######## baud_gen_frac ########
`src/rtl/baud_gen_frac.sv`:
```
// Fractional-divisor UART baud generator: oversample tick plus bit-rate tick,
// with a shadowed divisor that is applied only on a bit boundary.
module baud_gen_frac #(
    parameter int DIV_W        = 16,
    parameter int FRAC_W       = 4,
    parameter int OSR          = 16,
    parameter int RST_DIV_INT  = 27,
    parameter int RST_DIV_FRAC = 2
) (
    input  logic              clk,
    input  logic              reset,
    input  logic              enable,
    input  logic              load,
    input  logic [DIV_W-1:0]  div_int,
    input  logic [FRAC_W-1:0] div_frac,
    output logic              tick_os,
    output logic              baud_tick,
    output logic              cfg_pending
);

    localparam int OS_W = (OSR > 2) ? $clog2(OSR) : 1;
    localparam logic [OS_W-1:0] OS_LAST = OS_W'(OSR - 1);

    logic [DIV_W-1:0]  act_int;
    logic [FRAC_W-1:0] act_frac;
    logic [DIV_W-1:0]  shd_int;
    logic [FRAC_W-1:0] shd_frac;
    logic [DIV_W:0]    cnt;
    logic [FRAC_W-1:0] acc;
    logic              carry;
    logic [OS_W-1:0]   os_cnt;

    logic [DIV_W:0]    len;
    logic [FRAC_W:0]   acc_sum;
    logic              period_done;
    logic              is_baud;
    logic              apply;

    // Divisors below 2 cannot produce distinct pulses, so they are clamped to 2.
    function automatic logic [DIV_W:0] eff_len(input logic [DIV_W-1:0] d, input logic c);
        logic [DIV_W:0] base;
        base = (d < DIV_W'(2)) ? (DIV_W+1)'(2) : {1'b0, d};
        return base + {{DIV_W{1'b0}}, c};
    endfunction

    always_comb begin
        len         = eff_len(act_int, carry);
        acc_sum     = {1'b0, acc} + {1'b0, act_frac};
        period_done = enable && (cnt == len - 1'b1);
        is_baud     = period_done && (os_cnt == OS_LAST);
        apply       = cfg_pending && (is_baud || !enable);
    end

    always_ff @(posedge clk or posedge reset) begin
        if (reset) begin
            act_int     <= DIV_W'(RST_DIV_INT);
            act_frac    <= FRAC_W'(RST_DIV_FRAC);
            shd_int     <= '0;
            shd_frac    <= '0;
            cnt         <= '0;
            acc         <= '0;
            carry       <= 1'b0;
            os_cnt      <= '0;
            tick_os     <= 1'b0;
            baud_tick   <= 1'b0;
            cfg_pending <= 1'b0;
        end else begin
            tick_os   <= 1'b0;
            baud_tick <= 1'b0;
            if (!enable) begin
                cnt    <= '0;
                acc    <= '0;
                carry  <= 1'b0;
                os_cnt <= '0;
            end else if (period_done) begin
                cnt            <= '0;
                tick_os        <= 1'b1;
                {carry, acc}   <= acc_sum;
                if (is_baud) begin
                    baud_tick <= 1'b1;
                    os_cnt    <= '0;
                end else begin
                    os_cnt <= os_cnt + 1'b1;
                end
            end else begin
                cnt <= cnt + 1'b1;
            end

            // A newly applied divisor starts with a clean fractional phase.
            if (apply) begin
                act_int  <= shd_int;
                act_frac <= shd_frac;
                acc      <= '0;
                carry    <= 1'b0;
            end

            // A load landing on the applying edge stays queued for the next boundary.
            if (load) begin
                shd_int     <= div_int;
                shd_frac    <= div_frac;
                cfg_pending <= 1'b1;
            end else if (apply) begin
                cfg_pending <= 1'b0;
            end
        end
    end

endmodule

```
`config.mk`:
```
export PLATFORM = sky130hd
export DESIGN_NAME = baud_gen_frac
export DESIGN_NICKNAME = d
export VERILOG_FILES = /design/src/rtl/baud_gen_frac.sv
export SDC_FILE = /design/constraint.sdc
export NUM_CORES = 1
export LEC_CHECK = 0
export CORE_MARGIN = 2
export CORE_UTILIZATION = 39
export CTS_CLUSTER_SIZE = 14
export DETAILED_ROUTE_END_ITERATION = 10
export GPL_TIMING_DRIVEN = 1
export PLACE_DENSITY = 0.61
export SLEW_MARGIN = 20
export SYNTH_ARGS = -nofsm -noshare
export SYNTH_HDL_FRONTEND = slang
export SYNTH_SLANG_ARGS = --single-unit
```
`constraint.sdc`:
```
create_clock -name clk -period 3.9 [get_ports clk]
set_clock_uncertainty 0.1 [all_clocks]
set_input_delay 0.39 -clock clk [delete_from_list [all_inputs] [get_ports clk]]
set_output_delay 0.39 -clock clk [all_outputs]
set_load 0.05 [all_outputs]
```
######## fetch_unit ########
**src/rtl/fetch_pkg.sv**
```systemverilog
// Shared definitions for the instruction fetch unit: FSM state encoding and
// the sequential PC increment.
package fetch_pkg;

  // Fetch sequencer states
  typedef enum logic [1:0] {
    S_BOOT = 2'd0,
    S_RUN  = 2'd1,
    S_TRAP = 2'd2
  } fetch_state_e;

  // Byte distance between consecutive instructions
  localparam int unsigned C_PC_INCR = 4;

endpackage : fetch_pkg

```
**src/rtl/fetch_unit.sv**
```systemverilog
// Instruction fetch unit: owns the PC, reads a combinational instruction
// memory and holds the fetched instruction in an inline IF/ID register with a
// valid/ready handshake. Redirects have top priority and squash the
// in-flight instruction.
//
// Optional feature macro: FETCH_MISALIGN_TRAP_EN
//   defined   : a redirect to a non-word-aligned target raises a sticky
//               o_misalign and freezes fetch in S_TRAP until reset.
//   undefined : redirect target bits [1:0] are forced to zero and
//               o_misalign is tied low.
//
// Ports:
//   i_clk, i_rst_n      clock, asynchronous active-low reset
//   o_imem_addr         byte address to instruction memory (current PC)
//   i_imem_instr        instruction returned for o_imem_addr
//   i_redirect_valid    replace the PC with i_redirect_pc
//   i_redirect_pc       redirect target byte address
//   o_valid / i_ready   IF/ID handshake
//   o_instr, o_pc       registered instruction and its byte address
//   o_pc_plus4          o_pc + 4 (wrapping)
//   o_misalign          sticky misaligned-redirect trap flag
module fetch_unit
  import fetch_pkg::*;
#(
  parameter int unsigned P_DATA_WIDTH = 32,
  parameter int unsigned P_ADDR_WIDTH = 10,
  parameter int unsigned P_RESET_PC   = 0
) (
  input  logic                    i_clk,
  input  logic                    i_rst_n,
  output logic [P_ADDR_WIDTH-1:0] o_imem_addr,
  input  logic [P_DATA_WIDTH-1:0] i_imem_instr,
  input  logic                    i_redirect_valid,
  input  logic [P_ADDR_WIDTH-1:0] i_redirect_pc,
  output logic                    o_valid,
  input  logic                    i_ready,
  output logic [P_DATA_WIDTH-1:0] o_instr,
  output logic [P_ADDR_WIDTH-1:0] o_pc,
  output logic [P_ADDR_WIDTH-1:0] o_pc_plus4,
  output logic                    o_misalign
);

  localparam logic [P_ADDR_WIDTH-1:0] C_RESET_PC   = P_ADDR_WIDTH'(P_RESET_PC);
  localparam logic [P_ADDR_WIDTH-1:0] C_INCR       = P_ADDR_WIDTH'(C_PC_INCR);
  localparam logic [P_ADDR_WIDTH-1:0] C_ALIGN_MASK = ~P_ADDR_WIDTH'(3);

  fetch_state_e              r_state;
  logic [P_ADDR_WIDTH-1:0]   r_pc;
  logic                      r_valid;
  logic [P_DATA_WIDTH-1:0]   r_instr;
  logic [P_ADDR_WIDTH-1:0]   r_pc_out;
  logic [P_ADDR_WIDTH-1:0]   r_pc_plus4;

  fetch_state_e              w_state_nxt;
  logic [P_ADDR_WIDTH-1:0]   w_pc_nxt;
  logic                      w_valid_nxt;
  logic [P_DATA_WIDTH-1:0]   w_instr_nxt;
  logic [P_ADDR_WIDTH-1:0]   w_pc_out_nxt;
  logic [P_ADDR_WIDTH-1:0]   w_pc_plus4_nxt;
  logic [P_ADDR_WIDTH-1:0]   w_pc_inc;
  logic                      w_misalign_nxt;

`ifdef FETCH_MISALIGN_TRAP_EN
  logic                      r_misalign;
`endif

  // Sequential successor of the PC; wraps naturally at the address width
  assign w_pc_inc = r_pc + C_INCR;

  // Next-state and datapath update
  always_comb begin
    w_state_nxt    = r_state;
    w_pc_nxt       = r_pc;
    w_valid_nxt    = r_valid;
    w_instr_nxt    = r_instr;
    w_pc_out_nxt   = r_pc_out;
    w_pc_plus4_nxt = r_pc_plus4;
`ifdef FETCH_MISALIGN_TRAP_EN
    w_misalign_nxt = r_misalign;
`else
    w_misalign_nxt = 1'b0;
`endif
    case (r_state)
      S_BOOT: begin
        // One idle cycle after reset; redirects are ignored here
        w_state_nxt = S_RUN;
        w_valid_nxt = 1'b0;
      end
      S_RUN: begin
        if (i_redirect_valid) begin
          // Squash the in-flight instruction whatever i_ready says
          w_valid_nxt = 1'b0;
`ifdef FETCH_MISALIGN_TRAP_EN
          if (i_redirect_pc[1:0] != 2'b00) begin
            w_misalign_nxt = 1'b1;
            w_state_nxt    = S_TRAP;
          end else begin
            w_pc_nxt = i_redirect_pc & C_ALIGN_MASK;
          end
`else
          w_pc_nxt = i_redirect_pc & C_ALIGN_MASK;
`endif
        end else if (!r_valid || i_ready) begin
          w_valid_nxt    = 1'b1;
          w_instr_nxt    = i_imem_instr;
          w_pc_out_nxt   = r_pc;
          w_pc_plus4_nxt = w_pc_inc;
          w_pc_nxt       = w_pc_inc;
        end
      end
      S_TRAP: begin
        w_valid_nxt = 1'b0;
      end
      default: begin
        w_state_nxt = S_BOOT;
        w_valid_nxt = 1'b0;
      end
    endcase
  end

  // State and IF/ID register
  always_ff @(posedge i_clk or negedge i_rst_n) begin
    if (!i_rst_n) begin
      r_state    <= S_BOOT;
      r_pc       <= C_RESET_PC;
      r_valid    <= 1'b0;
      r_instr    <= '0;
      r_pc_out   <= '0;
      r_pc_plus4 <= C_INCR;
    end else begin
      r_state    <= w_state_nxt;
      r_pc       <= w_pc_nxt;
      r_valid    <= w_valid_nxt;
      r_instr    <= w_instr_nxt;
      r_pc_out   <= w_pc_out_nxt;
      r_pc_plus4 <= w_pc_plus4_nxt;
    end
  end

`ifdef FETCH_MISALIGN_TRAP_EN
  // Sticky trap flag, cleared only by reset
  always_ff @(posedge i_clk or negedge i_rst_n) begin
    if (!i_rst_n) begin
      r_misalign <= 1'b0;
    end else begin
      r_misalign <= w_misalign_nxt;
    end
  end

  assign o_misalign = r_misalign;
`else
  assign o_misalign = w_misalign_nxt;
`endif

  assign o_imem_addr = r_pc;
  assign o_valid     = r_valid;
  assign o_instr     = r_instr;
  assign o_pc        = r_pc_out;
  assign o_pc_plus4  = r_pc_plus4;

endmodule : fetch_unit

```
**config.mk**
```make
export PLATFORM = sky130hd
export DESIGN_NAME = fetch_unit
export DESIGN_NICKNAME = d
export VERILOG_FILES = /design/src/rtl/fetch_pkg.sv /design/src/rtl/fetch_unit.sv
export SDC_FILE = /design/constraint.sdc
export NUM_CORES = 1
export LEC_CHECK = 0
export CORE_MARGIN = 10
export CORE_UTILIZATION = 38
export CTS_CLUSTER_SIZE = 12
export DETAILED_ROUTE_END_ITERATION = 6
export MAX_ROUTING_LAYER = met4
export PLACE_DENSITY = 0.86
export SLEW_MARGIN = 20
export SYNTH_ARGS = -nofsm -noshare
export SYNTH_HDL_FRONTEND = slang
export SYNTH_SLANG_ARGS = --single-unit
```
**constraint.sdc**
```tcl
create_clock -name i_clk -period 1.2 [get_ports i_clk]
set_clock_uncertainty 0.05 [all_clocks]
set_input_delay 0.3 -clock i_clk [delete_from_list [all_inputs] [get_ports i_clk]]
set_output_delay 0.3 -clock i_clk [all_outputs]
set_load 0.01 [all_outputs]
```
Figure 1. Register map, names as in the netlist (fetch_unit).
Scale bar: 20 um. Other sequential cells in the stronger grey, the rest of the logic in the fainter grey.
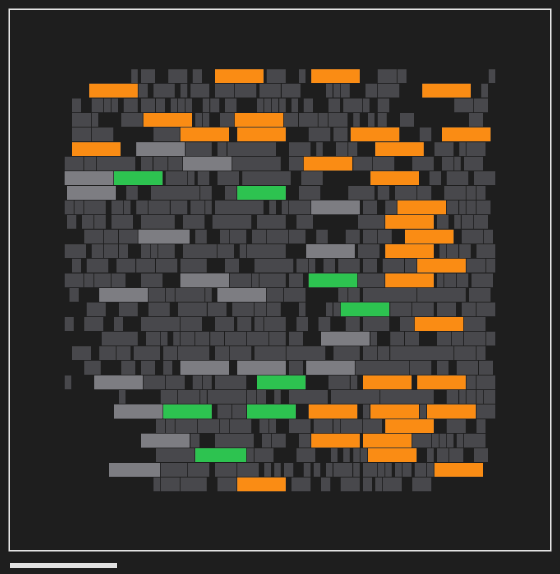
[o_instr] orange | placed flops: 32
[o_pc_plus4] green | placed flops: 8

==> run_summary.xml, fetch_unit <==
<?xml version="1.0" encoding="UTF-8"?>
<metrics>
  <group name="layout">
    <metric name="final.fill_count" unit="">403</metric>
    <metric name="seq_cells" unit="">58</metric>
    <metric name="lay_top_count" unit="">sky130_fd_sc_hd__nand2_1</metric>
    <metric name="finish.cell_count_without_fillers" unit="">531</metric>
  </group>
  <group name="timing">
    <metric name="setup_repair_after_global_routing_missed_its_margin" unit="">true</metric>
    <metric name="timing.final.ws_setup" unit="ns">-0.225</metric>
    <metric name="setup-violations-final" unit="">104</metric>
  </group>
  <group name="synthesis">
    <metric name="synth_xor_xnor_area_share" unit="%">2.12</metric>
    <metric name="yosys.cell_count.top_type" unit="">sky130_fd_sc_hd__nand2_1</metric>
    <metric name="ff_type" unit="">sky130_fd_sc_hd__dfrtp_1</metric>
    <metric name="synth_cell_type_count" unit="">37</metric>
    <metric name="share_of_the_synthesized_area_in_the_top_cell_type" unit="%">57.6</metric>
  </group>
  <group name="placement">
    <metric name="place_congestion" unit="">0.836</metric>
  </group>
  <group name="outcome">
    <metric name="status" unit="">complete, but fails checks</metric>
    <metric name="violations_in_the_final_reports" unit="">negative setup slack</metric>
  </group>
  <group name="cts">
    <metric name="cts_hold_buf" unit="">1</metric>
  </group>
  <group name="grt">
    <metric name="global_route.usage.met2" unit="%">28.5</metric>
  </group>
  <group name="power_and_ir_drop">
    <metric name="switching_share" unit="%">33.2</metric>
  </group>
  <group name="min_path">
    <metric name="worst_hold_path_type" unit="">flop to flop</metric>
  </group>
  <group name="worst_setup_path">
    <metric name="arrival_time_of_data_at_the_critical_path_endpoint" unit="ns">1.60</metric>
  </group>
</metrics>
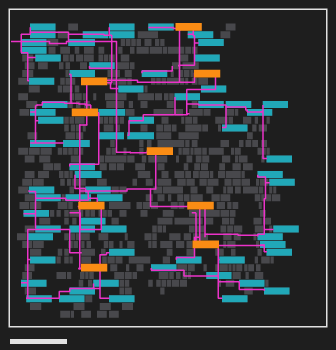
Figure 2: baud_gen_frac, clock network drawn from the DEF.
Scale bar: 20 um.
[flip-flops] cyan | count: 69
[clock wires] magenta | length: 1,040 um
[cells driving clock nets] orange | count: 9
routed clock nets: 10
flops lie: spread over the die
clock-net power: 879 uW
clock share of power: 42.9%
clock latency at the later pin of the worst-skew pair: 0.34 ns

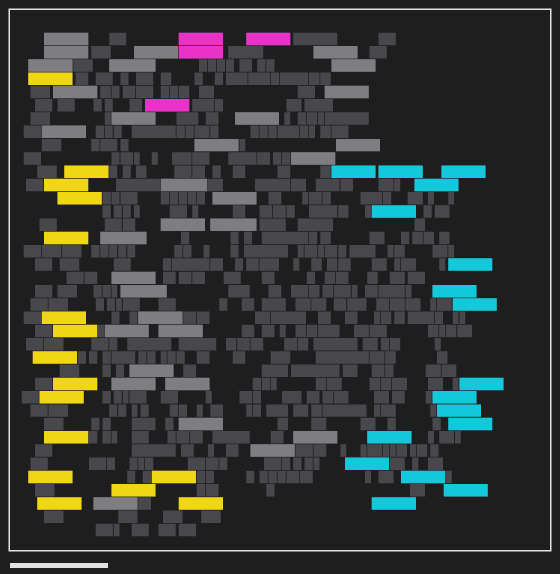
Figure 3: baud_gen_frac, register map, names as in the netlist.
Scale bar: 20 um. Other sequential cells in the stronger grey, the rest of the logic in the fainter grey.
[shd_int] yellow | placed flops: 16
[cnt] cyan | placed flops: 17
[acc] magenta | placed flops: 4
not coloured: 32
sequential group power: 830 uW
flip-flop and latch share of the layout cell area: 32.1%
area occupied by registers: 1730 um2
Final Util: 49.1%

==> run_summary.xml, baud_gen_frac <==
<?xml version="1.0" encoding="UTF-8"?>
<metrics>
  <group name="layout">
    <metric name="mi_logic_area" unit="um2">2560</metric>
    <metric name="clock_buffer_count" unit="">12</metric>
    <metric name="finish.cell_count_without_fillers" unit="">654</metric>
    <metric name="clk_share" unit="%">5.91</metric>
    <metric name="seq_cells" unit="">69</metric>
    <metric name="top_regs" unit="">cnt: 17 flops, act_int: 16 flops, shd_int: 16 flops</metric>
  </group>
  <group name="power_and_ir_drop">
    <metric name="power-per-cell-area" unit="nW/um2">380</metric>
    <metric name="power_leakage" unit="uW">0.00214</metric>
    <metric name="pwr.group.combinational" unit="uW">342</metric>
  </group>
  <group name="route">
    <metric name="final_antenna_net_count" unit="">0</metric>
    <metric name="routed_via_density" unit="">5.91</metric>
    <metric name="routed-wl-met3" unit="um">688</metric>
  </group>
  <group name="timing">
    <metric name="timing.final.ws_setup" unit="ns">0.188</metric>
    <metric name="relSlewSlack" unit="%">34.3</metric>
    <metric name="timing.final.hold_violations" unit="">0</metric>
  </group>
  <group name="grt">
    <metric name="grt_antenna_before_repair" unit="">0</metric>
    <metric name="grt_max_degree" unit="">48</metric>
    <metric name="grtUsageMet1" unit="%">27.3</metric>
  </group>
  <group name="synthesis">
    <metric name="postSynthCellCount" unit="">476</metric>
    <metric name="synth_area" unit="um2">4440</metric>
    <metric name="simple_gate_area_share" unit="%">24.8</metric>
  </group>
  <group name="worst_setup_path">
    <metric name="worst-r2r-cell-count" unit="">12</metric>
    <metric name="startpoint_type" unit="">flop</metric>
    <metric name="chain_of_cells_forming_the_critical_path" unit="">nor4_4 -&gt; nand4_1 -&gt; o21ai_0 -&gt; ha_1 -&gt; or4b_4 -&gt; or3_4 -&gt; nor4_2 -&gt; a311oi_2 -&gt; buf_4 -&gt; a2bb2oi_4 -&gt; nand2_4 -&gt; a311o_1</metric>
    <metric name="worstSetupPathType" unit="">flop to flop</metric>
  </group>
  <group name="outcome">
    <metric name="status" unit="">finished, final reports clean</metric>
  </group>
  <group name="cts">
    <metric name="cts-buffers-inserted" unit="">9</metric>
  </group>
  <group name="floorplanning">
    <metric name="well_tap_count" unit="">140</metric>
  </group>
</metrics>

## Gallery

Wire density map.
picture 1
The die is cut into 20 by 20 equal tiles; dark blue is low, red is high, scaled to the fullest tile. Values are wire area over tile area, all layers added.
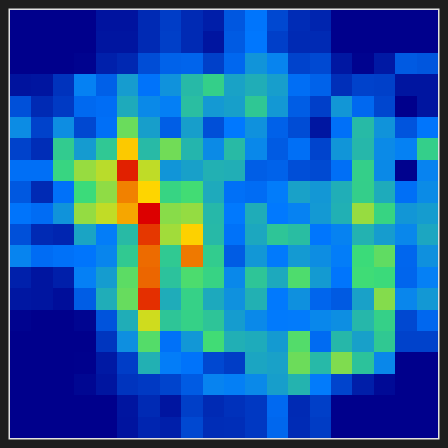
picture 2
The die is cut into 22 by 22 equal tiles; dark blue is low, red is high, scaled to the fullest tile. Values are wire area over tile area, all layers added.
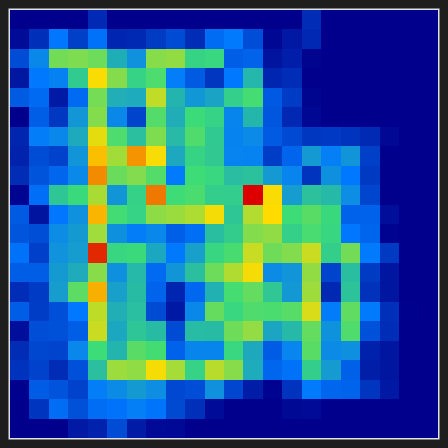
baud_gen_frac is picture 2.
fetch_unit is picture 1.

Key to picture 1:
mean over tiles: 0.16
tiles over half the peak: 9.5%
nearly empty tiles: 16%


######## pipeline_hazard_controller ########
### src/rtl/pipeline_hazard_controller.sv
// Stall/flush sequencer for the five-stage pipeline: load-use bubbles, branch squash,
// data-memory wait freezing with a sticky timeout trap, and a saturating stall counter.
module pipeline_hazard_controller #(
   parameter int REG_W       = 4,
   parameter int MEM_TIMEOUT = 15,
   parameter int TO_W        = 4,
   parameter int CNT_W       = 16
) (
   input  logic             clk,
   input  logic             reset,
   input  logic [REG_W-1:0] id_rs1,
   input  logic [REG_W-1:0] id_rs2,
   input  logic             id_uses_rs1,
   input  logic             id_uses_rs2,
   input  logic [REG_W-1:0] ex_rd,
   input  logic             ex_mem_read,
   input  logic             ex_branch_taken,
   input  logic             mem_req,
   input  logic             mem_ready,
   output logic             pc_en,
   output logic             if_id_en,
   output logic             id_ex_en,
   output logic             ex_mem_en,
   output logic             mem_wb_en,
   output logic             if_id_flush,
   output logic             id_ex_flush,
   output logic             mem_timeout,
   output logic [CNT_W-1:0] stall_count,
   output logic [1:0]       fsm_state
);

   typedef enum logic [1:0] {
      RUN      = 2'd0,
      MEM_WAIT = 2'd1,
      HALT     = 2'd2
   } state_t;

   state_t            state_q, state_d;
   logic [TO_W-1:0]   wait_q, wait_d;
   logic              timeout_q, timeout_d;
   logic [CNT_W-1:0]  cnt_q, cnt_d;

   logic lu;
   logic mem_stall;
   logic run_decode;

   // Memory handshake: mem_req marks an outstanding access; the access completes in
   // the cycle mem_ready is high. Until then every stage is frozen.
   assign mem_stall = mem_req && !mem_ready;

   assign lu = ex_mem_read && (ex_rd != '0) &&
               ((id_uses_rs1 && (id_rs1 == ex_rd)) ||
                (id_uses_rs2 && (id_rs2 == ex_rd)));

   // The release cycle of a memory wait behaves like RUN with no memory stall.
   assign run_decode = ((state_q == RUN) && !mem_stall) ||
                       ((state_q == MEM_WAIT) && mem_ready);

   always_comb begin
      pc_en       = 1'b0;
      if_id_en    = 1'b0;
      id_ex_en    = 1'b0;
      ex_mem_en   = 1'b0;
      mem_wb_en   = 1'b0;
      if_id_flush = 1'b0;
      id_ex_flush = 1'b0;
      if (reset && run_decode) begin
         pc_en     = 1'b1;
         if_id_en  = 1'b1;
         id_ex_en  = 1'b1;
         ex_mem_en = 1'b1;
         mem_wb_en = 1'b1;
         if (ex_branch_taken) begin
            if_id_flush = 1'b1;
            id_ex_flush = 1'b1;
         end else if (lu) begin
            pc_en       = 1'b0;
            if_id_en    = 1'b0;
            id_ex_flush = 1'b1;
         end
      end
   end

   always_comb begin
      state_d   = state_q;
      wait_d    = wait_q;
      timeout_d = timeout_q;
      case (state_q)
         RUN: begin
            if (mem_stall) begin
               state_d = MEM_WAIT;
               wait_d  = TO_W'(1);
            end
         end
         MEM_WAIT: begin
            if (mem_ready) begin
               state_d = RUN;
               wait_d  = '0;
            end else if (wait_q == TO_W'(MEM_TIMEOUT)) begin
               state_d   = HALT;
               timeout_d = 1'b1;
            end else begin
               wait_d = wait_q + TO_W'(1);
            end
         end
         HALT: begin
            state_d   = HALT;
            timeout_d = 1'b1;
         end
         default: begin
            state_d = RUN;
            wait_d  = '0;
         end
      endcase
   end

   always_comb begin
      cnt_d = cnt_q;
      if (!pc_en && (cnt_q != {CNT_W{1'b1}}))
         cnt_d = cnt_q + CNT_W'(1);
   end

   always_ff @(posedge clk or negedge reset) begin
      if (!reset) begin
         state_q   <= RUN;
         wait_q    <= '0;
         timeout_q <= 1'b0;
         cnt_q     <= '0;
      end else begin
         state_q   <= state_d;
         wait_q    <= wait_d;
         timeout_q <= timeout_d;
         cnt_q     <= cnt_d;
      end
   end

   assign mem_timeout = timeout_q;
   assign stall_count = cnt_q;
   assign fsm_state   = state_q;

endmodule

### config.mk
export PLATFORM = sky130hd
export DESIGN_NAME = pipeline_hazard_controller
export DESIGN_NICKNAME = d
export VERILOG_FILES = /design/src/rtl/pipeline_hazard_controller.sv
export SDC_FILE = /design/constraint.sdc
export NUM_CORES = 1
export LEC_CHECK = 0
export ABC_AREA = 1
export CORE_MARGIN = 10
export CORE_UTILIZATION = 30
export CTS_CLUSTER_DIAMETER = 150
export DETAILED_ROUTE_END_ITERATION = 12
export PLACE_DENSITY_LB_ADDON = 0.1
export SLEW_MARGIN = 0
export SYNTH_ARGS = -nofsm -noshare
export SYNTH_HDL_FRONTEND = slang
export SYNTH_SLANG_ARGS = --single-unit
### constraint.sdc
create_clock -name clk -period 1.5 [get_ports clk]
set_input_delay 0.3 -clock clk [delete_from_list [all_inputs] [get_ports clk]]
set_output_delay 0.3 -clock clk [all_outputs]
set_load 0.01 [all_outputs]
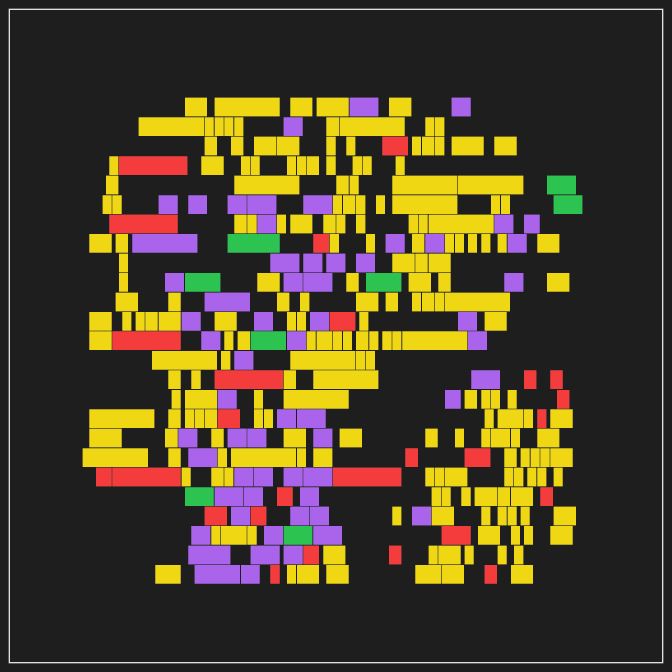
Figure 4: pipeline_hazard_controller, cells by drive strength.
[drive 6 and up] green | cells: 8 | most used: buf_6
[drive 2] red | cells: 26 | most used: dfrtp_2
[drive 1 or less] yellow | cells: 208 | most used: nand2_1
[drive 3 to 4] purple | cells: 61 | most used: buf_4
final non-filler cell area: 2480 um2
Layout area overhead: 63.7%
final worst slack: -0.154 ns
buffer count excluding the clock tree in the final layout: 91

==> run_summary.xml <==
<?xml version="1.0" encoding="UTF-8"?>
<metrics>
  <group name="synthesis">
    <metric name="ys_area" unit="um2">1520</metric>
    <metric name="synth.mux.area_fraction" unit="%">0</metric>
    <metric name="simple_gate_area_share" unit="%">40.4</metric>
    <metric name="synthesis.nets" unit="">237</metric>
  </group>
  <group name="run">
    <metric name="log.warning_count" unit="">29</metric>
  </group>
  <group name="grt">
    <metric name="grtUsageMet1" unit="%">12.7</metric>
    <metric name="globalRouteMet3Util" unit="%">3.37</metric>
    <metric name="grt_first_pass_wirelength" unit="mm">7.31</metric>
  </group>
  <group name="worst_setup_path">
    <metric name="rr_startpoint" unit="">fsm_state[0]$_DFFE_PN0P_</metric>
    <metric name="cp_slowest_stage_delay" unit="ns">0.46</metric>
    <metric name="crit_start" unit="">fsm_state[1]$_DFFE_PN0P_</metric>
  </group>
  <group name="timing">
    <metric name="timing.final.ws_setup" unit="ns">-0.154</metric>
    <metric name="period_minus_slack" unit="ns">1.65</metric>
    <metric name="setup-violations-final" unit="">19</metric>
    <metric name="clock_skew" unit="ns">0.00140</metric>
  </group>
  <group name="power_and_ir_drop">
    <metric name="power_leader" unit="">combinational logic</metric>
    <metric name="power_leakage" unit="uW">0.00135</metric>
    <metric name="pwr.group.combinational" unit="uW">1140</metric>
  </group>
  <group name="outcome">
    <metric name="violations_in_the_final_reports" unit="">negative setup slack</metric>
    <metric name="status" unit="">complete, but fails checks</metric>
  </group>
  <group name="route">
    <metric name="met2_length" unit="mm">2.14</metric>
    <metric name="final_antenna_net_count" unit="">0</metric>
    <metric name="routed_via_density" unit="">4.26</metric>
    <metric name="m1WireLength" unit="mm">2.02</metric>
    <metric name="maxUsedRoutingLayer" unit="">met4</metric>
  </group>
  <group name="layout">
    <metric name="final_util" unit="%">51.5</metric>
    <metric name="final_layout_top_logic_cells" unit="">sky130_fd_sc_hd__nand2_1 (68), sky130_fd_sc_hd__buf_4 (43), sky130_fd_sc_hd__dlygate4sd2_1 (28), sky130_fd_sc_hd__nand3_1 (24), sky130_fd_sc_hd__inv_1 (19)</metric>
  </group>
  <group name="cts">
    <metric name="clock_path_buffers" unit="">2</metric>
  </group>
</metrics>
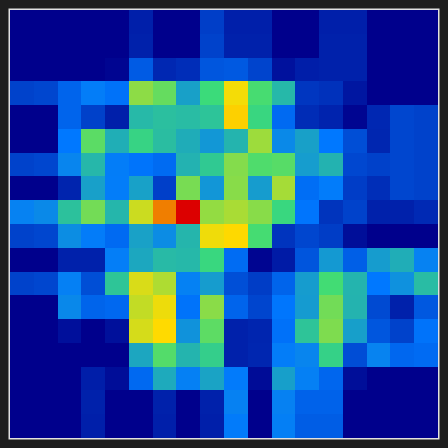
Figure 5: pipeline_hazard_controller, wire density map.
The die is cut into 18 by 18 equal tiles; dark blue is low, red is high, scaled to the fullest tile. Values are wire area over tile area, all layers added.
densest ninth of the die: centre
nearly empty tiles: 27%
emptiest ninth of the die: upper right
total wire length: 4.43 mm
wire length per cell after detailed routing: 12.0 um



==> layout pictures side by side <==
Placement view.
shot_01.png
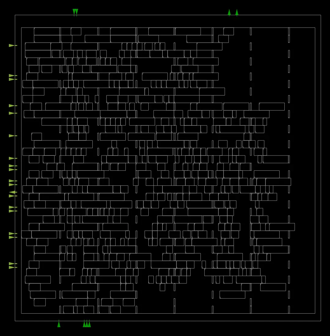
shot_02.png
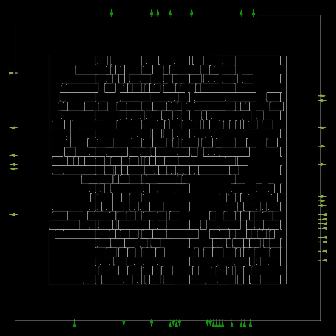
shot_03.png
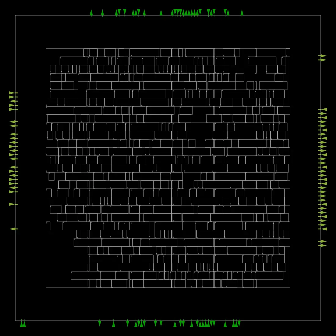
Of these, fewest sequential cells: shot_02.png
Of these, most cells: shot_01.png
shot_02.png -> pipeline_hazard_controller
shot_03.png -> fetch_unit
shot_01.png -> baud_gen_frac

Power figures rest on the tool's default switching activity, not on a simulated workload.
